# ---- uart_tx_buffer ----
**uart_tx_buffer: gate-type map**

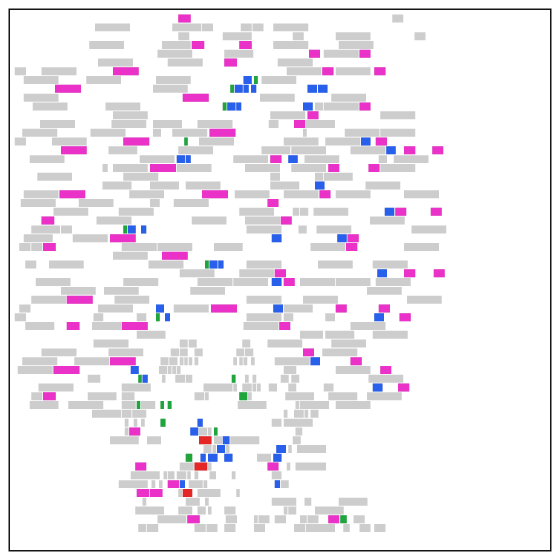

File: config.mk
export PLATFORM = sky130hd
export DESIGN_NAME = uart_tx_buffer
export DESIGN_NICKNAME = d
export VERILOG_FILES = /design/src/rtl/uart_tx_buffer_pkg.sv /design/src/rtl/uart_sync_fifo.sv /design/src/rtl/uart_tx_buffer.sv
export SDC_FILE = /design/constraint.sdc
export NUM_CORES = 1
export LEC_CHECK = 0
export CAP_MARGIN = 20
export CORE_UTILIZATION = 23
export CTS_CLUSTER_SIZE = 40
export DETAILED_ROUTE_END_ITERATION = 10
export PLACE_DENSITY = 0.37
export SLEW_MARGIN = 20
export SYNTH_ARGS = -nofsm -noshare
export SYNTH_HDL_FRONTEND = slang
export SYNTH_HIERARCHICAL = 1
export SYNTH_SLANG_ARGS = --single-unit
File: constraint.sdc
create_clock -name i_clk -period 3.9 [get_ports i_clk]
set_clock_uncertainty 0.1 [all_clocks]
set_input_delay 0.585 -clock i_clk [delete_from_list [all_inputs] [get_ports i_clk]]
set_output_delay 0.585 -clock i_clk [all_outputs]
set_load 0.01 [all_outputs]
File: src/rtl/uart_tx_buffer_pkg.sv
// Shared definitions for the UART transmit buffer.
// Data width and sequencer state encoding.
package uart_tx_buffer_pkg;

  localparam int UART_DATA_W = 8;

  typedef enum logic [1:0] {
    ST_IDLE   = 2'd0,
    ST_LAUNCH = 2'd1,
    ST_BUSY   = 2'd2
  } tx_state_e;

  typedef logic [UART_DATA_W-1:0] tx_byte_t;

endpackage

File: src/rtl/uart_sync_fifo.sv
// Byte FIFO: DEPTH x 8 storage with occupancy counter.
// Full/empty come from the counter; pointers wrap freely.
module uart_sync_fifo
  import uart_tx_buffer_pkg::*;
#(
  parameter int DEPTH  = 16,
  parameter int ADDR_W = 4
) (
  input  logic              i_clk,
  input  logic              i_rstN,
  input  logic              i_push,
  input  tx_byte_t          i_data,
  input  logic              i_pop,
  input  logic              i_flush,
  output tx_byte_t          o_head,
  output logic [ADDR_W:0]   o_count,
  output logic              o_empty,
  output logic              o_full
);

  localparam logic [ADDR_W:0] FULL_CNT = (ADDR_W+1)'(DEPTH);

  tx_byte_t          mem_q [DEPTH];
  logic [ADDR_W-1:0] wrPtr_q, wrPtr_d;
  logic [ADDR_W-1:0] rdPtr_q, rdPtr_d;
  logic [ADDR_W:0]   count_q, count_d;
  logic              push_ok;
  logic              pop_ok;

  assign o_empty = (count_q == '0);
  assign o_full  = (count_q == FULL_CNT);
  assign o_count = count_q;
  assign o_head  = mem_q[rdPtr_q];

  // Flush overrides both directions; a full FIFO never takes a write.
  assign push_ok = i_push && !o_full  && !i_flush;
  assign pop_ok  = i_pop  && !o_empty && !i_flush;

  // Next pointers and occupancy.
  always_comb begin
    wrPtr_d = wrPtr_q;
    rdPtr_d = rdPtr_q;
    count_d = count_q;
    if (i_flush) begin
      wrPtr_d = '0;
      rdPtr_d = '0;
      count_d = '0;
    end else begin
      if (push_ok) wrPtr_d = wrPtr_q + 1'b1;
      if (pop_ok)  rdPtr_d = rdPtr_q + 1'b1;
      unique case ({push_ok, pop_ok})
        2'b10:   count_d = count_q + 1'b1;
        2'b01:   count_d = count_q - 1'b1;
        default: count_d = count_q;
      endcase
    end
  end

  // Pointer and counter registers.
  always_ff @(posedge i_clk or negedge i_rstN) begin
    if (!i_rstN) begin
      wrPtr_q <= '0;
      rdPtr_q <= '0;
      count_q <= '0;
    end else begin
      wrPtr_q <= wrPtr_d;
      rdPtr_q <= rdPtr_d;
      count_q <= count_d;
    end
  end

  // Storage array; contents need no reset.
  always_ff @(posedge i_clk) begin
    if (push_ok) mem_q[wrPtr_q] <= i_data;
  end

endmodule

File: src/rtl/uart_tx_buffer.sv
// Byte FIFO plus launch sequencer feeding uart_tx.
// One enable pulse per byte, next launch waits for doneTx.
module uart_tx_buffer
  import uart_tx_buffer_pkg::*;
#(
  parameter int DEPTH  = 16,
  parameter int ADDR_W = 4
) (
  input  logic                   i_clk,
  input  logic                   i_rstN,
  input  logic                   i_wrValid,
  input  logic [UART_DATA_W-1:0] i_wrData,
  output logic                   o_wrReady,
  input  logic                   i_flush,
  output logic                   o_enableTx,
  output logic [UART_DATA_W-1:0] o_bitsTx,
  input  logic                   i_doneTx,
  output logic [ADDR_W:0]        o_count,
  output logic                   o_empty,
  output logic                   o_full,
  output logic                   o_busy
);

  tx_state_e state_q, state_d;
  tx_byte_t  bits_q, bits_d;
  logic      enable_q, enable_d;
  tx_byte_t  head;
  logic      fifo_empty;
  logic      fifo_full;
  logic      launch;

  uart_sync_fifo #(
    .DEPTH  (DEPTH),
    .ADDR_W (ADDR_W)
  ) u_fifo (
    .i_clk   (i_clk),
    .i_rstN  (i_rstN),
    .i_push  (i_wrValid),
    .i_data  (i_wrData),
    .i_pop   (launch),
    .i_flush (i_flush),
    .o_head  (head),
    .o_count (o_count),
    .o_empty (fifo_empty),
    .o_full  (fifo_full)
  );

  assign o_empty    = fifo_empty;
  assign o_full     = fifo_full;
  assign o_wrReady  = !fifo_full;
  assign o_enableTx = enable_q;
  assign o_bitsTx   = bits_q;
  assign o_busy     = (state_q != ST_IDLE);

  // A flush in the same cycle suppresses the launch.
  assign launch = (state_q == ST_IDLE) && !fifo_empty && !i_flush;

  // Sequencer next state, launch byte and enable pulse.
  always_comb begin
    state_d  = state_q;
    bits_d   = bits_q;
    enable_d = 1'b0;
    unique case (state_q)
      ST_IDLE: begin
        if (launch) begin
          state_d  = ST_LAUNCH;
          bits_d   = head;
          enable_d = 1'b1;
        end
      end
      ST_LAUNCH: state_d = ST_BUSY;
      ST_BUSY: begin
        if (i_doneTx) state_d = ST_IDLE;
      end
      default: state_d = ST_IDLE;
    endcase
  end

  // Sequencer registers.
  always_ff @(posedge i_clk or negedge i_rstN) begin
    if (!i_rstN) begin
      state_q  <= ST_IDLE;
      bits_q   <= '0;
      enable_q <= 1'b0;
    end else begin
      state_q  <= state_d;
      bits_q   <= bits_d;
      enable_q <= enable_d;
    end
  end

endmodule

# ---- i2c_eeprom_target ----
[config.mk]
export PLATFORM = sky130hd
export DESIGN_NAME = i2c_eeprom_target
export DESIGN_NICKNAME = d
export VERILOG_FILES = /design/src/rtl/i2c_eeprom_target_pkg.sv /design/src/rtl/i2c_eeprom_target_sync_edge.sv /design/src/rtl/i2c_eeprom_target.sv
export SDC_FILE = /design/constraint.sdc
export NUM_CORES = 1
export LEC_CHECK = 0
export CORE_ASPECT_RATIO = 1.25
export CORE_UTILIZATION = 50
export CTS_BUF_LIST = sky130_fd_sc_hd__clkbuf_4 sky130_fd_sc_hd__clkbuf_8
export DETAILED_ROUTE_END_ITERATION = 8
export PLACE_DENSITY = 0.66
export SYNTH_ARGS = -nofsm -noshare
export SYNTH_HDL_FRONTEND = slang
export SYNTH_SLANG_ARGS = --single-unit
[constraint.sdc]
create_clock -name CLK -period 3.12 [get_ports CLK]
set_input_delay 0.936 -clock CLK [delete_from_list [all_inputs] [get_ports CLK]]
set_output_delay 0.936 -clock CLK [all_outputs]
set_load 0.03 [all_outputs]
[src/rtl/i2c_eeprom_target_pkg.sv]
// Shared definitions for the I2C EEPROM-style target: FSM states,
// control-byte constants and the default target address.
package i2c_eeprom_target_pkg;

  localparam logic [6:0] DEV_ADDR_DEFAULT = 7'h50;
  localparam logic [7:0] CTRL_WR          = 8'hA0;
  localparam logic [7:0] CTRL_RD          = 8'hA1;

  typedef enum logic [3:0] {
    IDLE,
    DEVADDR,
    ACK_DEV,
    WADDR,
    ACK_WADDR,
    WDATA,
    ACK_WDATA,
    RDATA,
    RACK,
    WAIT_STOP
  } state_e;

endpackage

[src/rtl/i2c_eeprom_target_sync_edge.sv]
// Two-flop synchronizer for an asynchronous bus line, with rise/fall
// detection on the synchronized copy. Flops preset to 1 (idle bus level).
module i2c_sync_edge (
  input  logic clk_i,
  input  logic rst_i,
  input  logic d_i,
  output logic level_o,
  output logic rise_o,
  output logic fall_o
);

  logic meta_q;
  logic sync_q;
  logic prev_q;

  always_ff @(posedge clk_i) begin
    if (rst_i) begin
      meta_q <= 1'b1;
      sync_q <= 1'b1;
      prev_q <= 1'b1;
    end else begin
      meta_q <= d_i;
      sync_q <= meta_q;
      prev_q <= sync_q;
    end
  end

  assign level_o = sync_q;
  assign rise_o  = sync_q & ~prev_q;
  assign fall_o  = ~sync_q & prev_q;

endmodule

[src/rtl/i2c_eeprom_target.sv]
// I2C target exposing a small byte array with an auto-incrementing word
// pointer; supports byte/page writes, current-address and random reads.
module i2c_eeprom_target
  import i2c_eeprom_target_pkg::*;
#(
  parameter logic [6:0] DEV_ADDR = DEV_ADDR_DEFAULT,
  parameter int unsigned DEPTH   = 16
) (
  input  logic                     CLK,
  input  logic                     RESET,
  input  logic                     SCL,
  input  logic                     SDA_IN,
  output logic                     SDA_OE,
  output logic [$clog2(DEPTH)-1:0] WORD_PTR,
  output logic                     WR_STB,
  output logic                     BUSY
);

  localparam int unsigned AW = $clog2(DEPTH);

  logic scl_lvl, scl_rise, scl_fall;
  logic sda_lvl, sda_rise, sda_fall;
  logic start_det, stop_det;

  i2c_sync_edge u_scl_sync (
    .clk_i   (CLK),
    .rst_i   (RESET),
    .d_i     (SCL),
    .level_o (scl_lvl),
    .rise_o  (scl_rise),
    .fall_o  (scl_fall)
  );

  i2c_sync_edge u_sda_sync (
    .clk_i   (CLK),
    .rst_i   (RESET),
    .d_i     (SDA_IN),
    .level_o (sda_lvl),
    .rise_o  (sda_rise),
    .fall_o  (sda_fall)
  );

  assign start_det = sda_fall & scl_lvl;
  assign stop_det  = sda_rise & scl_lvl;

  state_e        state_q, state_d;
  logic [3:0]    bit_cnt_q, bit_cnt_d;
  logic [7:0]    shift_q, shift_d;
  logic [AW-1:0] ptr_q, ptr_d, ptr_inc;
  logic          oe_q, oe_d;
  logic          wr_stb_q, wr_stb_d;
  logic          mem_we;
  logic [7:0]    mem_q [DEPTH];
  logic [7:0]    mem_rd;

  assign mem_rd  = mem_q[ptr_q];
  assign ptr_inc = (ptr_q == AW'(DEPTH - 1)) ? '0 : ptr_q + 1'b1;

  always_ff @(posedge CLK) begin
    if (RESET) begin
      state_q   <= IDLE;
      bit_cnt_q <= '0;
      shift_q   <= '0;
      ptr_q     <= '0;
      oe_q      <= 1'b0;
      wr_stb_q  <= 1'b0;
    end else begin
      state_q   <= state_d;
      bit_cnt_q <= bit_cnt_d;
      shift_q   <= shift_d;
      ptr_q     <= ptr_d;
      oe_q      <= oe_d;
      wr_stb_q  <= wr_stb_d;
    end
  end

  always_ff @(posedge CLK) begin
    if (mem_we) mem_q[ptr_q] <= shift_d;
  end

  // In ACK states bit_cnt marks whether the 9th-clock drive has begun;
  // in RACK it records that the initiator acknowledged.
  always_comb begin
    state_d   = state_q;
    bit_cnt_d = bit_cnt_q;
    shift_d   = shift_q;
    ptr_d     = ptr_q;
    oe_d      = oe_q;
    wr_stb_d  = 1'b0;
    mem_we    = 1'b0;

    if (stop_det) begin
      state_d   = IDLE;
      oe_d      = 1'b0;
      bit_cnt_d = '0;
    end else if (start_det) begin
      state_d   = DEVADDR;
      oe_d      = 1'b0;
      bit_cnt_d = '0;
    end else begin
      case (state_q)
        DEVADDR, WADDR, WDATA: begin
          if (scl_rise) begin
            shift_d   = {shift_q[6:0], sda_lvl};
            bit_cnt_d = bit_cnt_q + 4'd1;
            if (bit_cnt_q == 4'd7) begin
              bit_cnt_d = '0;
              if (state_q == DEVADDR) begin
                state_d = (shift_d[7:1] == DEV_ADDR) ? ACK_DEV : WAIT_STOP;
              end else if (state_q == WADDR) begin
                ptr_d   = shift_d[AW-1:0];
                state_d = ACK_WADDR;
              end else begin
                mem_we   = 1'b1;
                wr_stb_d = 1'b1;
                ptr_d    = ptr_inc;
                state_d  = ACK_WDATA;
              end
            end
          end
        end

        ACK_DEV, ACK_WADDR, ACK_WDATA: begin
          if (scl_fall) begin
            if (bit_cnt_q == 4'd0) begin
              oe_d      = 1'b1;
              bit_cnt_d = 4'd1;
            end else begin
              oe_d      = 1'b0;
              bit_cnt_d = '0;
              if (state_q == ACK_DEV && shift_q[0]) begin
                shift_d = mem_rd;
                oe_d    = ~mem_rd[7];
                state_d = RDATA;
              end else if (state_q == ACK_DEV) begin
                state_d = WADDR;
              end else begin
                state_d = WDATA;
              end
            end
          end
        end

        RDATA: begin
          if (scl_rise) begin
            bit_cnt_d = bit_cnt_q + 4'd1;
          end else if (scl_fall) begin
            if (bit_cnt_q == 4'd8) begin
              oe_d      = 1'b0;
              ptr_d     = ptr_inc;
              bit_cnt_d = '0;
              state_d   = RACK;
            end else begin
              oe_d    = ~shift_q[6];
              shift_d = {shift_q[6:0], 1'b0};
            end
          end
        end

        RACK: begin
          if (scl_rise) begin
            if (!sda_lvl) bit_cnt_d = 4'd1;
            else          state_d   = WAIT_STOP;
          end else if (scl_fall && bit_cnt_q == 4'd1) begin
            shift_d   = mem_rd;
            oe_d      = ~mem_rd[7];
            bit_cnt_d = '0;
            state_d   = RDATA;
          end
        end

        default: ;
      endcase
    end
  end

  assign SDA_OE   = oe_q;
  assign WORD_PTR = ptr_q;
  assign WR_STB   = wr_stb_q;
  assign BUSY     = (state_q != IDLE);

endmodule

# ---- seq_detect_param ----
==> config.mk <==
export PLATFORM = sky130hd
export DESIGN_NAME = seq_detect_param
export DESIGN_NICKNAME = d
export VERILOG_FILES = /design/src/rtl/seq_detect_param.sv
export SDC_FILE = /design/constraint.sdc
export NUM_CORES = 1
export LEC_CHECK = 0
export ABC_AREA = 1
export ABC_CLOCK_PERIOD_IN_PS = 3360
export CORE_MARGIN = 2
export CORE_UTILIZATION = 54
export DETAILED_ROUTE_END_ITERATION = 10
export PLACE_DENSITY = 0.92
export SETUP_SLACK_MARGIN = 0.15
export SYNTH_ARGS = -nofsm -noshare
export SYNTH_HDL_FRONTEND = slang
export SYNTH_SLANG_ARGS = --single-unit
==> constraint.sdc <==
create_clock -name clk -period 3.36 [get_ports clk]
set_clock_uncertainty 0.2 [all_clocks]
set_input_delay 0.336 -clock clk [delete_from_list [all_inputs] [get_ports clk]]
set_output_delay 0.336 -clock clk [all_outputs]
set_load 0.005 [all_outputs]
==> src/rtl/seq_detect_param.sv <==
// Parametrised serial sequence detector with runtime-loadable pattern,
// overlapping / non-overlapping match modes and a saturating match counter.
module seq_detect_param #(
  parameter int unsigned       W       = 5,
  parameter logic [W-1:0]      PATTERN = 5'b10110,
  parameter int unsigned       CNT_W   = 8
) (
  input  logic             clk,
  input  logic             rst,
  input  logic             en,
  input  logic             i,
  input  logic             overlap,
  input  logic             load,
  input  logic [W-1:0]     pat_in,
  input  logic             clr_cnt,
  output logic             o,
  output logic [CNT_W-1:0] cnt,
  output logic [W-1:0]     pat
);

  // fill counts 0..W valid history bits
  localparam int unsigned FW = $clog2(W + 1);

  logic [W-1:0]     pat_q,  pat_d;
  logic [W-1:0]     hist_q, hist_d;
  logic [FW-1:0]    fill_q, fill_d;
  logic             o_q,    o_d;
  logic [CNT_W-1:0] cnt_q,  cnt_d;

  logic [W-1:0]     hist_shift_c;
  logic [FW-1:0]    fill_inc_c;
  logic             match_c;

  // Candidate history/fill for an enabled sample and the resulting match
  always_comb begin
    hist_shift_c = {hist_q[W-2:0], i};
    fill_inc_c   = (fill_q == FW'(W)) ? fill_q : fill_q + FW'(1);
    match_c      = en && !load && (fill_inc_c == FW'(W)) && (hist_shift_c == pat_q);
  end

  // Next-state: load restarts detection, enabled cycles shift, idle cycles hold
  always_comb begin
    pat_d  = pat_q;
    hist_d = hist_q;
    fill_d = fill_q;
    o_d    = 1'b0;
    cnt_d  = cnt_q;

    if (load) begin
      pat_d  = pat_in;
      hist_d = '0;
      fill_d = '0;
    end else if (en) begin
      hist_d = hist_shift_c;
      fill_d = (match_c && !overlap) ? '0 : fill_inc_c;
      o_d    = match_c;
    end

    // Counter clear has priority over counting the current match
    if (clr_cnt) begin
      cnt_d = '0;
    end else if (match_c && (cnt_q != {CNT_W{1'b1}})) begin
      cnt_d = cnt_q + CNT_W'(1);
    end
  end

  // State registers with asynchronous active-high reset
  always_ff @(posedge clk or posedge rst) begin
    if (rst) begin
      pat_q  <= PATTERN;
      hist_q <= '0;
      fill_q <= '0;
      o_q    <= 1'b0;
      cnt_q  <= '0;
    end else begin
      pat_q  <= pat_d;
      hist_q <= hist_d;
      fill_q <= fill_d;
      o_q    <= o_d;
      cnt_q  <= cnt_d;
    end
  end

  assign o   = o_q;
  assign cnt = cnt_q;
  assign pat = pat_q;

endmodule

**seq_detect_param: gate-type map**

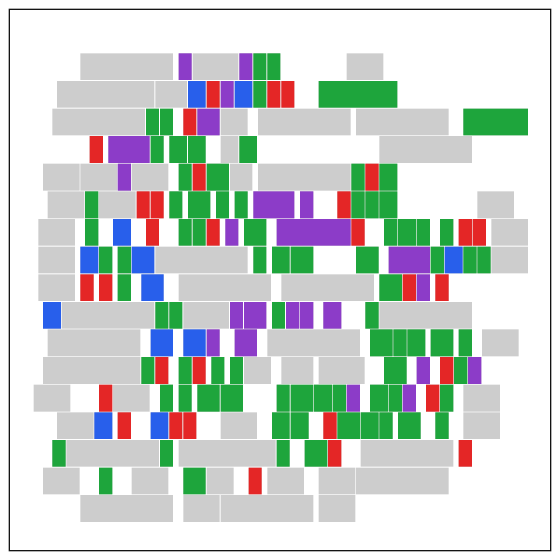
Key: aoi and oai cells = blue [cells 12, most used o21ai_0]; inv cells = red [cells 31, most used inv_1]; nor cells = purple [cells 23, most used nor2_1]; nand cells = green [cells 81, most used nand2_1]
Layout Cells excl Fill: 231
most numerous logic cell after layout: nand2_1
Comb/total area: 0.4048

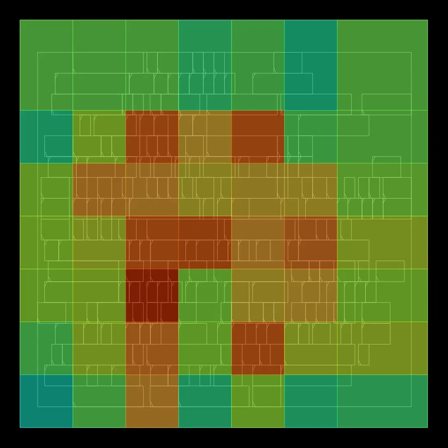
**Above:** seq_detect_param (congestion heat map).
Global Route Usage Sum: 0.2377
met2 Track Usage GR: 0.4146

==> results.yml, seq_detect_param <==
# yosys + openroad results
placed_design:
  gp_congestion: 0.8468
  hpwl_mm: 2.228
run_status:
  status: "finished, final reports clean"
cells_and_area:
  syn2layout_area_growth_pct: 23.28
  drive_gt1_frac: 0.1379
  flop_area_um2: 529.3
  postLayoutCoreUtil: 0.7142
min_path:
  min_path_type: "primary input to asynchronous set/reset pin"
setup_path:
  reg2reg_to: "cnt[6]$_DFFE_PP0P_"
  worstSetupPathType: "flop to output pin"
  r2r_start: "cnt[0]$_DFFE_PP0P_"
  endpoint_kind: "output pin"
  worstPathCellList: "clkdlybuf4s50_1"
logic_synthesis:
  synth_warnings: 0
  fp_nets: 191
  largest_area_cell: "dfrtp_1"
  ys_cells: 176
  synthSimpleGateAreaFrac: 0.4071
  ys.flop_type: "dfrtp_1"
power:
  power.group.top: "sequential cells"
  fin_total_pwr_uw: 478.0
  powerClk_uw: 125
  p_clk_frac: 0.262
die:
  core_mm2: 0.002255
  io-pin-count: 26
drt:
  drt_iter0_drc: 25
  vias_per_cell: 5.320
flow_run:
  drv_cap: 0
clocking:
  cts_tree: "done"
  htreeDepth: 1
  clock-sinks: 21
final_timing:
  slew_headroom: 0.4629
[seq_detect_param: registers in the layout, summed over array words and instances (netlist names)]
signal  flops
cnt         8
fill_q      3
hist_q      4
o           1
pat         5
[seq_detect_param: placed cells by master, fill, tap and decap left out, drive strengths merged]
| cell type | n |
|---|---|
| dfstp | 3 |
| xor2 | 1 |
| nand3 | 14 |
| nand2 | 57 |
| clkdlybuf4s50 | 25 |
| xnor2 | 1 |
| clkinv | 1 |
| a21oi | 2 |
| nand4 | 10 |
| o21ai | 6 |
| ha | 3 |
| nor2 | 22 |
| nor3 | 1 |
| and3 | 1 |
| inv | 31 |
| clkbuf | 3 |
| o22ai | 4 |
| dfrtp | 18 |
[seq_detect_param: final cells by class]
cell class / count / area share
clock buffers: 3 / 0.01399
clock inverters: 1 / 0.003108
inverters: 31 / 0.07226
multi-input cells: 122 / 0.4048
flip-flops and latches: 21 / 0.3287
well taps: 28 / 0.02176
repair buffers: 25 / 0.1554
[seq_detect_param: per-layer routing]
| layer | global-route usage | wire (um) |
|---|---|---|
| met1 | 0.2681 | 1163 |
| met2 | 0.4146 | 1486 |
| met3 | 0.04520 | 173 |
| met4 | 0.1368 | 61 |
| met5 | 0 | 0 |
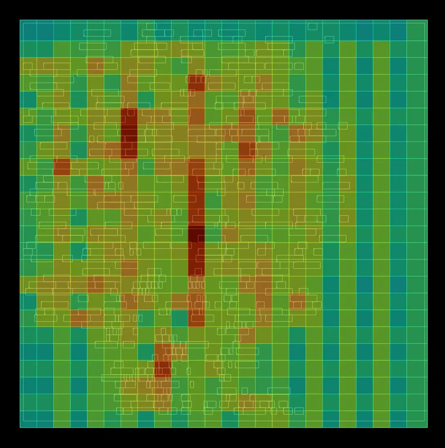
**Above:** uart_tx_buffer (congestion heat map).
most used routing layer in global routing: met2
Global Route Usage Sum: 0.1152

Notes on 'gate-type map' of uart_tx_buffer above:
Key: aoi and oai cells = blue [cells 43, most used a221oi_1]; mux cells = magenta [cells 64, most used mux2i_1, where all over the die]; non-inverting ao/oa cells = red [cells 3]; nand cells = green [cells 17, most used nand2_1]
Comb/total area: 0.2227
most numerous logic cell after layout: edfxtp_1
Layout Cells excl Fill: 784

==> results.yml, uart_tx_buffer <==
# yosys + openroad results
run_status:
  status: "finished, final reports clean"
logic_synthesis:
  synthSimpleGateAreaFrac: 0.05221
  edf_count: 128
  fp_nets: 397
  largest_area_cell: "edfxtp_1"
  synth_warnings: 6
  ys_cells: 375
  syn-mean-instance-area_um2: 16.74
  ys_sh_aoi: 0.05500
final_timing:
  period_minus_slack_ns: 3.395
  setup_viol: 0
  period_used_share: 0.8705
clocking:
  clock-sinks: 152
  cts_tree: "done"
grt:
  use_met3: 0.02482
setup_path:
  r2r_start: "u_fifo/o_count[0]$_DFFE_PN0P_"
  endpoint_kind: "flop"
  ff2ff_path_depth: 11
  worstPathCellList: "or4_1 > nor2_1 > nor4_4 > o21ai_0 > or3_1 > inv_1 > ha_1 > nor2_1 > a21oi_1 > or4_1 > a31oi_1"
  reg2reg_to: "u_fifo/o_count[4]$_DFFE_PN0P_"
  crit_path_start_kind: "flop"
drt:
  vias_per_cell: 4.300
  dr_wl_met3_um: 319
  dr.pass1.iters: 4
  via_count: 3371
cells_and_area:
  drive_gt1_frac: 0.1964
  layout.area.comb_mm2: 0.001709
  largest_class: "sequential cells"
placed_design:
  portBuffers: 30
  place_ws_ns: 0.5226
min_path:
  hold_depth: 1
  min_to: "o_bitsTx[1]$_DFFE_PN0P_"
power:
  powerClk_uw: 1550
==> uart_tx_buffer: state kept, by name, summed over array words and instances (netlist names) <==
signal / count
u_fifo/mem_q: 128
u_fifo/o_count: 5
o_bitsTx: 8
o_enableTx: 1
u_fifo/rdPtr_q: 4
state_q: 2
u_fifo/wrPtr_q: 4
==> uart_tx_buffer: cell usage in the layout, fill, tap and decap left out, types with 2 or more instances in the layout <==
cell             instances
nand2_1                 13
clkdlybuf4s50_1         30
a221oi_1                16
edfxtp_1               128
nor2_1                  35
mux2_2                   8
clkinv_1                 2
mux2i_1                 37
inv_1                   10
inv_8                    3
nor4_1                   2
dfrtp_1                 23
o211ai_1                 3
mux2_1                   3
buf_4                   24
or4_1                    4
xor2_1                   4
a21oi_1                  3
or3_1                    2
clkinv_4                 2
xnor2_1                  3
mux4_2                  16
a22oi_1                  8
o21ai_0                  9
clkbuf_16               17
inv_6                    6
nor2b_1                  2
ha_1                     8
clkinvlp_4               2
nand2b_1                 2
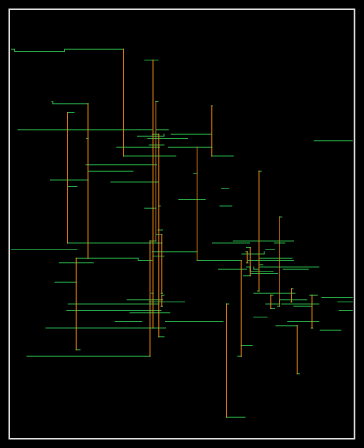
**Above:** i2c_eeprom_target (routed metal, one colour a layer).
Two of the layers only.
Key: M3 = green [wire length 850 um]; M4 = orange [wire length 626 um]
DRT Wirelength: 15.00 mm
Global Route Usage Sum: 0.2289
drt wl/cell: 22.12 um
Vias: 4161

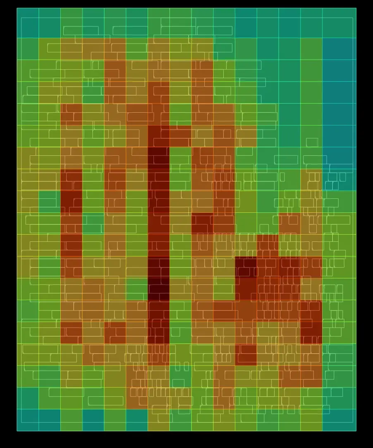
**Above:** i2c_eeprom_target (congestion heat map).
fin util: 0.5817
met3 Track Usage GR: 0.04892
met2 Track Usage GR: 0.3774
most used routing layer in global routing: met2

==> results.yml, i2c_eeprom_target <==
# yosys + openroad results
min_path:
  min_from: "u_sda_sync.meta_q$_SDFF_PP1_"
  min_to: "u_sda_sync.level_o$_SDFF_PP1_"
cells_and_area:
  diodes: 0
  fin_area_mm2: 0.007799
  lay_top_count: "edfxtp_1"
  lay_top_cells: "128 x edfxtp_1, 40 x mux4_2, 29 x dfxtp_1, 29 x nand2_1"
  layout.area.comb_mm2: 0.002297
setup_path:
  startpoint: "state_q[2]$_SDFFE_PP0P_"
  ff2ff_path_depth: 7
  critical_path.slowest_cell: "clkdlybuf4s50_1"
  r2r_slack_ns: 0.34
  worstPathCellList: "nor4_2 > inv_1 > clkdlybuf4s50_1"
  critical_path.top_delay_family: "buffers and inverters"
clocking:
  root_buffer: "clkbuf_8"
  insertion_delay_ns: 0.45
  post_cts_buffers: 0
  cts_tree: "done"
  cts_resized: 1
logic_synthesis:
  top_area_frac: 0.5546
  fp_nets: 474
  ys_sh_aoi: 0.07366
  largest_area_cell: "edfxtp_1"
  top_logic_kind: "multiplexers"
  xor_share: 0.001264
  edf_count: 128
  area_leaders: "edfxtp_1 55%, mux4_2 13%, dfxtp_1 9.2%"
placed_design:
  gp_congestion: 0.9619
flow_run:
  warnings: 32
  drv_cap: 0
run_status:
  status: "finished, final reports clean"
final_timing:
  period_used_share: 0.9295
  tightestPinTransition_ns: 0.7314
  maxSlewViolCount: 0
  fin_tns_setup_ns: 0
drt:
  drc_errors: 0
  top_layer_used: "met4"
  vias_per_cell: 6.137
grt:
  overflow: 0
die:
  io-pin-count: 11
## i2c_eeprom_target: metrics by stage
step	instances	worst slack, ns	utilization	total power [uW]
final	678	0.2199	0.5817	3895
after CTS	678	0.006741	0.5815	3930
after global placement	646	0.4319	0.5503	2384
after detailed placement	646	0.3521	0.5503	2384
after global routing	678	0.08418	0.5817	4016
after floorplan	461	0.2548	-	2362
## i2c_eeprom_target: where the power goes
part	switching (uW)	internal [uW]	leakage [uW]
clock	748	810	0.000199
sequential	5.17	2270	0.00135
combinational	36.7	23.6	0.000821
## i2c_eeprom_target: sequential cells by signal (all words and copies together), names as in the netlist, 4 cells and up, named ones only
register	flops
WORD_PTR	4
bit_cnt_q	4
mem_q	128
shift_q	8
state_q	4
## i2c_eeprom_target: layout make-up
| class | instances | share of cell area |
|---|---|---|
| multi-input combinational | 265 | 0.2946 |
| tap | 171 | 0.02743 |
| sequential | 160 | 0.5755 |
| inverter | 10 | 0.004813 |
| clock buffer | 19 | 0.03193 |
| timing repair buffer | 40 | 0.04492 |
| clock inverter | 13 | 0.02086 |

## Gallery

Where the registers sit.
panel A
Bar = 50 um.
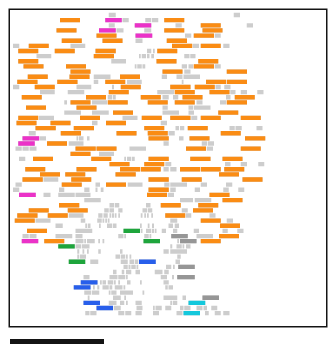
panel B
Bar = 20 um.
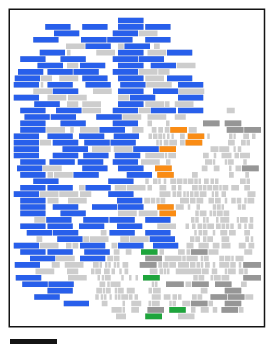
panel C
Bar = 20 um.
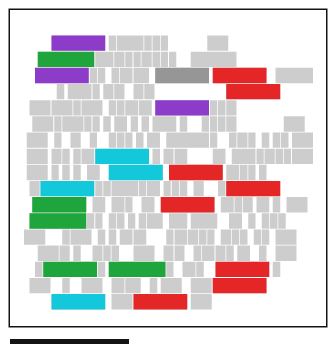
| picture | from |
|---|---|
| panel A | uart_tx_buffer |
| panel C | seq_detect_param |
| panel B | i2c_eeprom_target |
Of these, smallest die: panel C
Of these, fewest cells: panel C


# ---- mii_tx_arb ----
`config.mk`:
```
export PLATFORM = sky130hd
export DESIGN_NAME = mii_tx_arb
export DESIGN_NICKNAME = d
export VERILOG_FILES = /design/src/rtl/mii_tx_arb.sv
export SDC_FILE = /design/constraint.sdc
export NUM_CORES = 1
export LEC_CHECK = 0
export ABC_AREA = 1
export CAP_MARGIN = 20
export CORE_MARGIN = 5
export CORE_UTILIZATION = 35
export DETAILED_ROUTE_END_ITERATION = 8
export PLACE_DENSITY = 0.7
export SYNTH_ARGS = -nofsm -noshare
export SYNTH_HDL_FRONTEND = slang
export SYNTH_SLANG_ARGS = --single-unit
export TNS_END_PERCENT = 20
```
`constraint.sdc`:
```
create_clock -name clk -period 1.6 [get_ports clk]
set_input_delay 0.24 -clock clk [delete_from_list [all_inputs] [get_ports clk]]
set_output_delay 0.24 -clock clk [all_outputs]
set_load 0.005 [all_outputs]
```
`src/rtl/mii_tx_arb.sv`:
```
// PCS transmit nibble arbiter: picks the MII or a local nibble source per frame,
// enforces an inter-packet gap before local frames and sequences pad isolate.
module mii_tx_arb #(
   parameter int IPG_NIBBLES = 24
) (
   input  logic       clk,
   input  logic       rst,
   input  logic       isolate_req,
   output logic       isolate,
   input  logic       mii_ce,
   input  logic       mii_enable,
   input  logic       mii_err,
   input  logic [3:0] mii_data,
   input  logic       loc_valid,
   input  logic       loc_last,
   input  logic       loc_err,
   input  logic [3:0] loc_data,
   output logic       loc_ready,
   output logic       ce,
   output logic       enable,
   output logic       err,
   output logic [3:0] data,
   output logic [1:0] owner,
   output logic       mii_dropped,
   output logic       loc_underrun
);
   localparam int CW = $clog2(IPG_NIBBLES + 1);
   localparam logic [CW-1:0] IPG_CNT = CW'(IPG_NIBBLES);

   typedef enum logic [1:0] {
      S_IDLE  = 2'd0,
      S_MII   = 2'd1,
      S_LOCAL = 2'd2,
      S_GAP   = 2'd3
   } state_t;

   state_t        state;
   logic [CW-1:0] gap_cnt;
   logic [CW-1:0] gap_next;
   logic          mii_blk;
   logic          mii_prev;
   logic          mii_rise;
   logic          mii_start;
   logic          gap_done;
   logic          iso_load;

   assign owner     = state;
   assign mii_rise  = mii_enable & ~mii_prev;
   // A blocked MII burst stays blocked until TX_EN drops, so frames are never joined mid-way.
   assign mii_start = mii_enable & ~isolate & ~mii_blk;
   assign gap_done  = (gap_cnt == IPG_CNT);
   assign gap_next  = gap_done ? gap_cnt : gap_cnt + 1'b1;
   assign iso_load  = (state != S_MII) | ~mii_enable;

   always_ff @(posedge clk or posedge rst) begin
      if (rst) begin
         state        <= S_IDLE;
         gap_cnt      <= IPG_CNT;
         mii_blk      <= 1'b0;
         mii_prev     <= 1'b0;
         isolate      <= 1'b1;
         ce           <= 1'b0;
         enable       <= 1'b0;
         err          <= 1'b0;
         data         <= 4'h0;
         loc_ready    <= 1'b0;
         mii_dropped  <= 1'b0;
         loc_underrun <= 1'b0;
      end else begin
         ce           <= mii_ce;
         loc_ready    <= 1'b0;
         mii_dropped  <= 1'b0;
         loc_underrun <= 1'b0;
         if (mii_ce) begin
            mii_prev <= mii_enable;
            if (!mii_enable) begin
               mii_blk <= 1'b0;
            end else if (mii_rise && (state == S_LOCAL || isolate)) begin
               mii_blk     <= 1'b1;
               mii_dropped <= 1'b1;
            end
            if (iso_load) isolate <= isolate_req;

            case (state)
               S_MII: begin
                  enable <= mii_enable;
                  err    <= mii_err;
                  data   <= mii_data;
                  if (!mii_enable) begin
                     state   <= S_GAP;
                     gap_cnt <= '0;
                  end
               end
               S_LOCAL: begin
                  enable <= 1'b1;
                  if (loc_valid) begin
                     err       <= loc_err;
                     data      <= loc_data;
                     loc_ready <= 1'b1;
                     if (loc_last) begin
                        state   <= S_GAP;
                        gap_cnt <= '0;
                     end
                  end else begin
                     // Source starved mid-frame: poison the nibble so the frame is discarded downstream.
                     err          <= 1'b1;
                     data         <= 4'h0;
                     loc_underrun <= 1'b1;
                     state        <= S_GAP;
                     gap_cnt      <= '0;
                  end
               end
               default: begin
                  if (mii_start) begin
                     state  <= S_MII;
                     enable <= 1'b1;
                     err    <= mii_err;
                     data   <= mii_data;
                  end else if (state == S_IDLE && loc_valid && gap_done) begin
                     enable    <= 1'b1;
                     err       <= loc_err;
                     data      <= loc_data;
                     loc_ready <= 1'b1;
                     if (loc_last) begin
                        state   <= S_GAP;
                        gap_cnt <= '0;
                     end else begin
                        state <= S_LOCAL;
                     end
                  end else begin
                     enable <= 1'b0;
                     err    <= 1'b0;
                     data   <= 4'h0;
                     if (state == S_GAP) begin
                        gap_cnt <= gap_next;
                        if (gap_next == IPG_CNT) state <= S_IDLE;
                     end
                  end
               end
            endcase
         end
      end
   end
endmodule

```
# ---- dcache_snoop_responder_flat ----
## src/rtl/cpu_types_pkg.sv

```systemverilog
// Shared CPU types: MSI line states, dcache address layout, snoop FSM states.
// Also carries the MSI downgrade rule used by the snoop responder.
package cpu_types_pkg;

    typedef logic [31:0] word_t;

    typedef enum logic [1:0] {
        I = 2'b00,
        S = 2'b01,
        M = 2'b10
    } msi_t;

    // 8-set, 2-word-block geometry
    typedef struct packed {
        logic [25:0] tag;
        logic [2:0]  idx;
        logic        blkoff;
        logic [1:0]  bytoff;
    } dcache_addr_t;

    typedef enum logic [1:0] {
        SNP_IDLE,
        SNP_SUPPLY,
        SNP_UPDATE,
        SNP_HOLD
    } snoop_state_t;

    // Invalidate always wins; otherwise M drops to S.
    function automatic msi_t snoop_next_state(msi_t cur, logic inv);
        if (inv)
            return I;
        if (cur == M)
            return S;
        return cur;
    endfunction

endpackage

```

## src/rtl/dcache_snoop_responder_if.sv

```systemverilog
// Per-core slot of the cache-control bus.
// master: snoop responder side; slave: coherence/bus controller side.
interface dcache_snoop_responder_if;
    import cpu_types_pkg::*;

    logic  ccwait;
    logic  ccinv;
    word_t ccsnoopaddr;
    logic  ccwrite;
    logic  cctrans;
    logic  dWEN;
    logic  dREN;
    word_t daddr;
    word_t dstore;
    logic  dwait;

    modport master (
        input  ccwait, ccinv, ccsnoopaddr, dwait,
        output ccwrite, cctrans, dWEN, dREN, daddr, dstore
    );

    modport slave (
        output ccwait, ccinv, ccsnoopaddr, dwait,
        input  ccwrite, cctrans, dWEN, dREN, daddr, dstore
    );

endinterface

```

## src/rtl/snoop_tag_match.sv

```systemverilog
// WAYS-wide tag compare for a snooped address; lowest valid matching way wins.
// Ports: i_tag, way_tag, way_state in; o_hit, o_way, o_state out.
module snoop_tag_match
    import cpu_types_pkg::*;
#(
    parameter int WAYS = 2,
    parameter int TW   = 26,
    parameter int WW   = 1
) (
    input  logic [TW-1:0]            i_tag,
    input  logic [WAYS-1:0][TW-1:0] way_tag,
    input  logic [WAYS-1:0][1:0]    way_state,
    output logic                     o_hit,
    output logic [WW-1:0]            o_way,
    output msi_t                     o_state
);

    // Scan high to low so the lowest matching way is the last writer.
    always_comb begin
        o_hit   = 1'b0;
        o_way   = '0;
        o_state = I;
        for (int w = WAYS - 1; w >= 0; w--) begin
            if (way_tag[w] == i_tag && way_state[w] != I) begin
                o_hit   = 1'b1;
                o_way   = WW'(w);
                o_state = msi_t'(way_state[w]);
            end
        end
    end

endmodule

```

## src/rtl/dcache_snoop_responder.sv

```systemverilog
// Snooped side of MSI coherence for one dcache: lookup, M supply, downgrade.
// Ports: CLK/nRST, bus (if master), req_* from dcache, lookup and update ports.
module dcache_snoop_responder
    import cpu_types_pkg::*;
#(
    parameter int SETS = 8,
    parameter int WAYS = 2,
    localparam int IW = $clog2(SETS),
    localparam int WW = (WAYS > 1) ? $clog2(WAYS) : 1,
    localparam int TW = 29 - IW
) (
    input  logic                          CLK,
    input  logic                          nRST,
    dcache_snoop_responder_if.master      bus,
    input  logic                          req_dWEN,
    input  logic                          req_dREN,
    input  logic                          req_cctrans,
    input  logic                          req_ccwrite,
    input  word_t                         req_daddr,
    input  word_t                         req_dstore,
    output logic                          req_dwait,
    output logic [IW-1:0]                 snp_idx,
    input  logic [WAYS-1:0][TW-1:0]       way_tag,
    input  logic [WAYS-1:0][1:0]          way_state,
    input  logic [WAYS-1:0][1:0][31:0]    way_data,
    output logic                          upd_en,
    output logic [IW-1:0]                 upd_idx,
    output logic [WW-1:0]                 upd_way,
    output logic [1:0]                    upd_state
);

    snoop_state_t  r_state;
    logic [WW-1:0] r_way;
    logic [IW-1:0] r_idx;
    msi_t          r_msi;
    word_t         r_word;
    word_t         r_addr;
    logic          r_inv;
    logic          r_upd_en;
    msi_t          r_upd_state;

    logic          w_hit;
    logic [WW-1:0] w_way;
    msi_t          w_msi;
    logic [TW-1:0] w_tag;
    word_t         w_word;
    logic          w_hit_m;
    logic          w_snooped;
    logic          w_supply;
    logic          w_inv_acc;

    assign snp_idx = bus.ccsnoopaddr[IW+2:3];
    assign w_tag   = bus.ccsnoopaddr[31:IW+3];

    snoop_tag_match #(
        .WAYS (WAYS),
        .TW   (TW),
        .WW   (WW)
    ) u_match (
        .i_tag     (w_tag),
        .way_tag   (way_tag),
        .way_state (way_state),
        .o_hit     (w_hit),
        .o_way     (w_way),
        .o_state   (w_msi)
    );

    assign w_word    = way_data[w_way][bus.ccsnoopaddr[2]];
    assign w_hit_m   = w_hit && w_msi == M;
    assign w_snooped = bus.ccwait || r_state != SNP_IDLE;
    assign w_supply  = r_state == SNP_SUPPLY;
    assign w_inv_acc = r_inv | bus.ccinv;

    // ccwrite answers in the snoop cycle itself, straight from the lookup.
    always_comb begin
        bus.ccwrite = req_ccwrite;
        if (w_supply)
            bus.ccwrite = 1'b1;
        else if (r_state == SNP_IDLE && bus.ccwait)
            bus.ccwrite = w_hit_m;
    end

    assign bus.cctrans = req_cctrans;
    assign bus.dWEN    = w_supply ? 1'b1   : req_dWEN;
    assign bus.dREN    = w_snooped ? 1'b0  : req_dREN;
    assign bus.daddr   = w_supply ? r_addr : req_daddr;
    assign bus.dstore  = w_supply ? r_word : req_dstore;
    assign req_dwait   = w_snooped ? 1'b1  : bus.dwait;

    assign upd_en    = r_upd_en;
    assign upd_idx   = r_idx;
    assign upd_way   = r_way;
    assign upd_state = r_upd_state;

    always_ff @(posedge CLK or negedge nRST) begin
        if (!nRST) begin
            r_state     <= SNP_IDLE;
            r_way       <= '0;
            r_idx       <= '0;
            r_msi       <= I;
            r_word      <= '0;
            r_addr      <= '0;
            r_inv       <= 1'b0;
            r_upd_en    <= 1'b0;
            r_upd_state <= I;
        end else begin
            r_upd_en <= 1'b0;
            unique case (r_state)
                SNP_IDLE: begin
                    if (bus.ccwait) begin
                        r_way  <= w_way;
                        r_idx  <= snp_idx;
                        r_msi  <= w_hit ? w_msi : I;
                        r_word <= w_word;
                        r_addr <= bus.ccsnoopaddr;
                        r_inv  <= bus.ccinv;
                        if (w_hit_m) begin
                            r_state <= SNP_SUPPLY;
                        end else if (w_hit && w_msi == S && bus.ccinv) begin
                            r_state     <= SNP_UPDATE;
                            r_upd_en    <= 1'b1;
                            r_upd_state <= snoop_next_state(S, 1'b1);
                        end else begin
                            r_state <= SNP_HOLD;
                        end
                    end
                end
                SNP_SUPPLY: begin
                    // Early release abandons the transfer; the line stays dirty.
                    if (!bus.ccwait) begin
                        r_state <= SNP_IDLE;
                    end else begin
                        r_inv <= w_inv_acc;
                        if (!bus.dwait) begin
                            r_state     <= SNP_UPDATE;
                            r_upd_en    <= 1'b1;
                            r_upd_state <= snoop_next_state(r_msi, w_inv_acc);
                        end
                    end
                end
                SNP_UPDATE: begin
                    r_state <= SNP_HOLD;
                end
                SNP_HOLD: begin
                    if (!bus.ccwait)
                        r_state <= SNP_IDLE;
                end
                default: r_state <= SNP_IDLE;
            endcase
        end
    end

endmodule

```

## src/flat_wrapper.sv

```systemverilog
// flat-port wrapper written by rule: the top's interface ports become plain ports
module dcache_snoop_responder_flat import cpu_types_pkg::*;
#(
    parameter int SETS = 8,
    parameter int WAYS = 2,
    localparam int IW = $clog2(SETS),
    localparam int WW = (WAYS > 1) ? $clog2(WAYS) : 1,
    localparam int TW = 29 - IW
)
  (CLK, nRST, req_dWEN, req_dREN, req_cctrans, req_ccwrite, req_daddr, req_dstore, req_dwait, snp_idx, way_tag, way_state, way_data, upd_en, upd_idx, upd_way, upd_state, bus_ccwait, bus_ccinv, bus_ccsnoopaddr, bus_dwait, bus_ccwrite, bus_cctrans, bus_dWEN, bus_dREN, bus_daddr, bus_dstore);
  dcache_snoop_responder_if bus_i ();
  input  logic CLK;
  input  logic nRST;
  input  logic req_dWEN;
  input  logic req_dREN;
  input  logic req_cctrans;
  input  logic req_ccwrite;
  input  word_t req_daddr;
  input  word_t req_dstore;
  output logic req_dwait;
  output logic [IW-1:0] snp_idx;
  input  logic [WAYS-1:0][TW-1:0] way_tag;
  input  logic [WAYS-1:0][1:0] way_state;
  input  logic [WAYS-1:0][1:0][31:0] way_data;
  output logic upd_en;
  output logic [IW-1:0] upd_idx;
  output logic [WW-1:0] upd_way;
  output logic [1:0] upd_state;
  input wire logic [$bits(bus_i.ccwait)-1:0] bus_ccwait;
  input wire logic [$bits(bus_i.ccinv)-1:0] bus_ccinv;
  input wire logic [$bits(bus_i.ccsnoopaddr)-1:0] bus_ccsnoopaddr;
  input wire logic [$bits(bus_i.dwait)-1:0] bus_dwait;
  output wire logic [$bits(bus_i.ccwrite)-1:0] bus_ccwrite;
  output wire logic [$bits(bus_i.cctrans)-1:0] bus_cctrans;
  output wire logic [$bits(bus_i.dWEN)-1:0] bus_dWEN;
  output wire logic [$bits(bus_i.dREN)-1:0] bus_dREN;
  output wire logic [$bits(bus_i.daddr)-1:0] bus_daddr;
  output wire logic [$bits(bus_i.dstore)-1:0] bus_dstore;
  assign bus_i.ccwait = bus_ccwait;
  assign bus_i.ccinv = bus_ccinv;
  assign bus_i.ccsnoopaddr = bus_ccsnoopaddr;
  assign bus_i.dwait = bus_dwait;
  assign bus_ccwrite = bus_i.ccwrite;
  assign bus_cctrans = bus_i.cctrans;
  assign bus_dWEN = bus_i.dWEN;
  assign bus_dREN = bus_i.dREN;
  assign bus_daddr = bus_i.daddr;
  assign bus_dstore = bus_i.dstore;
  dcache_snoop_responder #(.SETS(SETS), .WAYS(WAYS)) u_core (.CLK(CLK), .nRST(nRST), .bus(bus_i), .req_dWEN(req_dWEN), .req_dREN(req_dREN), .req_cctrans(req_cctrans), .req_ccwrite(req_ccwrite), .req_daddr(req_daddr), .req_dstore(req_dstore), .req_dwait(req_dwait), .snp_idx(snp_idx), .way_tag(way_tag), .way_state(way_state), .way_data(way_data), .upd_en(upd_en), .upd_idx(upd_idx), .upd_way(upd_way), .upd_state(upd_state));
endmodule
```

## config.mk

```make
export PLATFORM = sky130hd
export DESIGN_NAME = dcache_snoop_responder_flat
export DESIGN_NICKNAME = d
export VERILOG_FILES = /design/src/rtl/cpu_types_pkg.sv /design/src/rtl/dcache_snoop_responder_if.sv /design/src/rtl/snoop_tag_match.sv /design/src/rtl/dcache_snoop_responder.sv /design/src/flat_wrapper.sv
export SDC_FILE = /design/constraint.sdc
export NUM_CORES = 1
export LEC_CHECK = 0
export CELL_PAD_IN_SITES_DETAIL_PLACEMENT = 1
export CELL_PAD_IN_SITES_GLOBAL_PLACEMENT = 1
export CORE_ASPECT_RATIO = 1.25
export CORE_MARGIN = 5
export CORE_UTILIZATION = 27
export CTS_CLUSTER_DIAMETER = 100
export CTS_CLUSTER_SIZE = 20
export DETAILED_ROUTE_END_ITERATION = 6
export PLACE_DENSITY = 0.93
export SYNTH_ARGS = -nofsm -noshare
export SYNTH_HDL_FRONTEND = slang
export SYNTH_SLANG_ARGS = --single-unit
```

## constraint.sdc

```tcl
create_clock -name CLK -period 8.4 [get_ports CLK]
set_input_delay 1.68 -clock CLK [delete_from_list [all_inputs] [get_ports CLK]]
set_output_delay 1.68 -clock CLK [all_outputs]
set_load 0.02 [all_outputs]
```

**mii_tx_arb: where the registers sit**

Bar = 20 um.
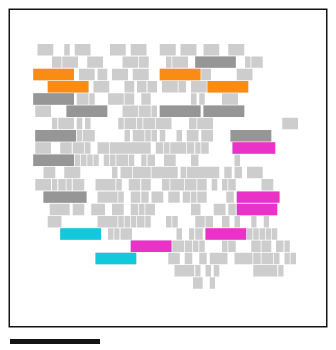
Key: gap_cnt = magenta [placed flops 5]; data = orange [placed flops 4]; owner = cyan [placed flops 2]
Another 9 sequential cells are not coloured.
register area: 504.2 um2
fin util: 0.5315
sequential cell area share: 0.2777
Sequential Power: 760 uW

==> results.yml, mii_tx_arb <==
# yosys + openroad results
run_status:
  status: "finished, final reports clean"
die:
  chipArea_mm2: 0.004904
  core_mm2: 0.003416
logic_synthesis:
  ys_sh_adder: 0.05952
  synth_cells: 159
  edf_count: 0
  synthesis.area_mm2: 0.001261
final_timing:
  period_used_share: 0.9878
cells_and_area:
  regMostFlops: "gap_cnt"
flow_run:
  warnings: 31
  drv_cap: 0
clocking:
  insertion_delay_ns: 0.30
grt:
  track_usage: 0.1292
drt:
  via_count: 1207
setup_path:
  critical_path.slowest_cell: "dfrtp_1"
  crit_buf_inv: 3
power:
  p_sw_uw: 1065
  powerClk_uw: 252
placed_design:
  gp_congestion: 0.9308
-- mii_tx_arb: cell type report --
class	instances	area (um2)	share of cell area
clock buffers	4	26.28	0.01447
inverters	23	87.58	0.04824
multi-input cells	113	676.9	0.3728
flip-flops and latches	20	504.2	0.2777
well taps	46	57.56	0.03170
repair buffers	52	462.9	0.2550
-- mii_tx_arb: cells in the mapped netlist (5+ instances only) --
| cell | number |
|---|---|
| nand3_2 | 5 |
| nand2_2 | 6 |
| nand2_1 | 43 |
| ha_1 | 6 |
| a21oi_1 | 7 |
| nor2_1 | 6 |
| nand3_1 | 9 |
| nand4_1 | 9 |
| o21ai_1 | 7 |
| inv_1 | 20 |
| dfrtp_1 | 17 |
-- mii_tx_arb: timing repair --
item / in CTS / in global routing
buffers inserted: 1 / 2
setup endpoints to repair: 9 / 14
resized: 2 / 7
pin swaps: 0 / 0
hold buffers: 0 / 0
-- mii_tx_arb: stage by stage --
step / hold WS, ns / setup TNS, ns
after floorplan: 0.2016 / 0
after global placement: 0.4417 / -0.06322
after detailed placement: 0.4461 / -0.2157
after CTS: 0.2454 / 0
after global routing: 0.2646 / -0.6183
final: 0.2469 / 0
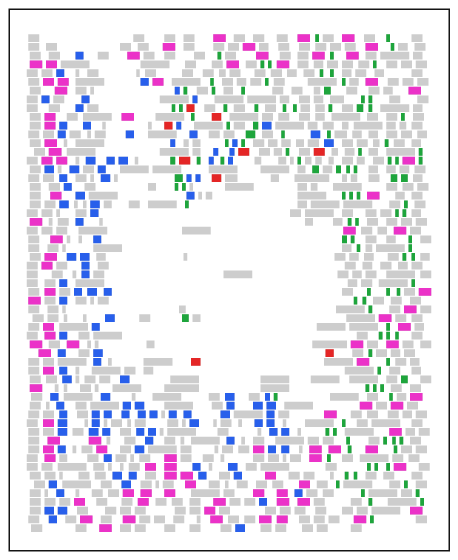
**Above:** dcache_snoop_responder_flat (gate-type map).
Key: nand cells = green [cells 116, most used nand2_1]; non-inverting ao/oa cells = red [cells 9, most used a21o_1]; aoi and oai cells = blue [cells 113, most used a211oi_1]; mux cells = magenta [cells 96, most used mux2_2, where all over the die]

==> results.yml, dcache_snoop_responder_flat <==
# yosys + openroad results
setup_path:
  ff2ff_path_depth: 7
  worstSetupEndpoint: "bus_ccwrite"
grt:
  grt_pass1_vias: 7175
  track_usage: 0.2332
clocking:
  cts-hold-fix-buffers: 0
  cts_tree: "done"
cells_and_area:
  postLayoutCoreUtil: 0.4896
  clock_cell_area_share: 0.03596
  layout.area.comb_mm2: 0.003212
die:
  fp-utilization: 0.2755
  fp.dieW_um: 136.3
  n_tap_cell: 265
power:
  peakVddDrop_uv: 92.53
  comb_power_uw: 1160
logic_synthesis:
  synth_top_cell_by_count: "nand2_1"
  ys_seq_frac: 0.3394
  synth_flops: 73
  edf_count: 0
drt:
  drt_iter0_drc: 267
run_status:
  status: "finished, final reports clean"
## dcache_snoop_responder_flat: metal layers
metal / track usage / vias to the layer above
met1: 0.2371 / 3021
met2: 0.4331 / 333
met4: 0.1105 / 2
met3: 0.06507 / 66
li1: - / 2839
met5: 0 / -
## dcache_snoop_responder_flat: stage by stage
stage	total power (uW)	std cells	hold WS (ns)	setup WS (ns)	area, um2
global placement	1730	1192	0.4528	1.561	9224
floorplan	1201	604	0.4401	3.123	5383
global route	2351	1208	0.4933	1.373	9568
CTS	2259	1208	0.4739	1.519	9568
finish	2226	1208	0.4707	1.525	9568
detailed placement	1789	1192	0.4591	1.541	9224
## dcache_snoop_responder_flat: cell families after synthesis
family / count (synthesis) / synth area share
and+or+nand+nor: 175 / 0.1402
AOI/OAI and AO/OA: 122 / 0.1748
muxes: 96 / 0.1934
buffers and inverters: 86 / 0.06764
DFF: 73 / 0.3394
xor gates and xnor gates: 52 / 0.08461
## dcache_snoop_responder_flat: critical path, stage by stage
cell and delay, ns:
clkdlybuf4s50_1 0.50, xnor2_1 0.31, nand4_1 0.25, or4_4 0.61
o211a_2 0.28, buf_4 0.28, a221o_1 0.45, a21oi_1 0.16
clkdlybuf4s50_1 0.65


## Gallery

Routed metal, one colour a layer.
Two of the layers only.
picture 1
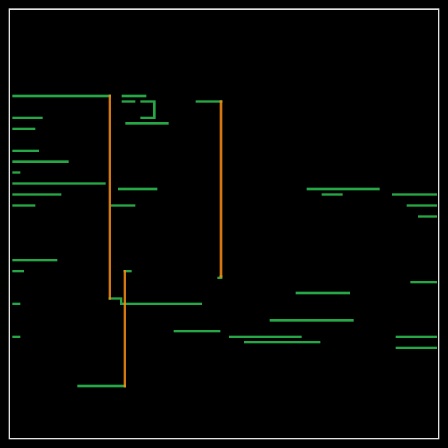
picture 2
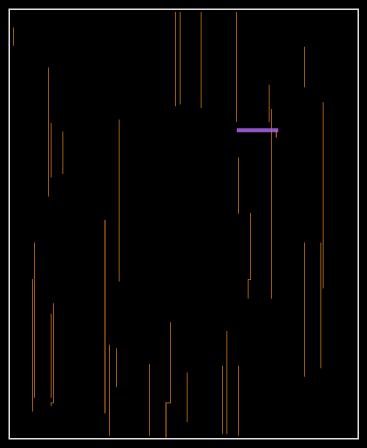
picture 3
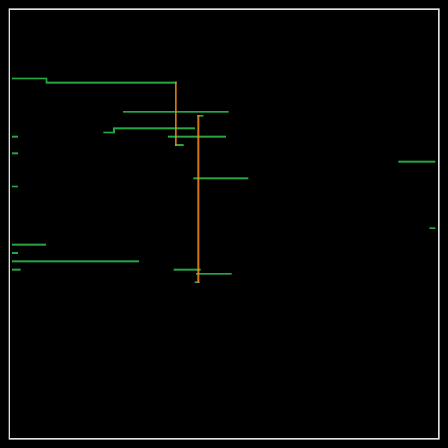
For mii_tx_arb, see picture 3.
For seq_detect_param, see picture 1.
For dcache_snoop_responder_flat, see picture 2.

Key to picture 2:
Key: M4 = orange [wire length 1150 um]; M5 = purple [wire length 14.7 um]

Power is estimated from default activity; no workload was simulated.
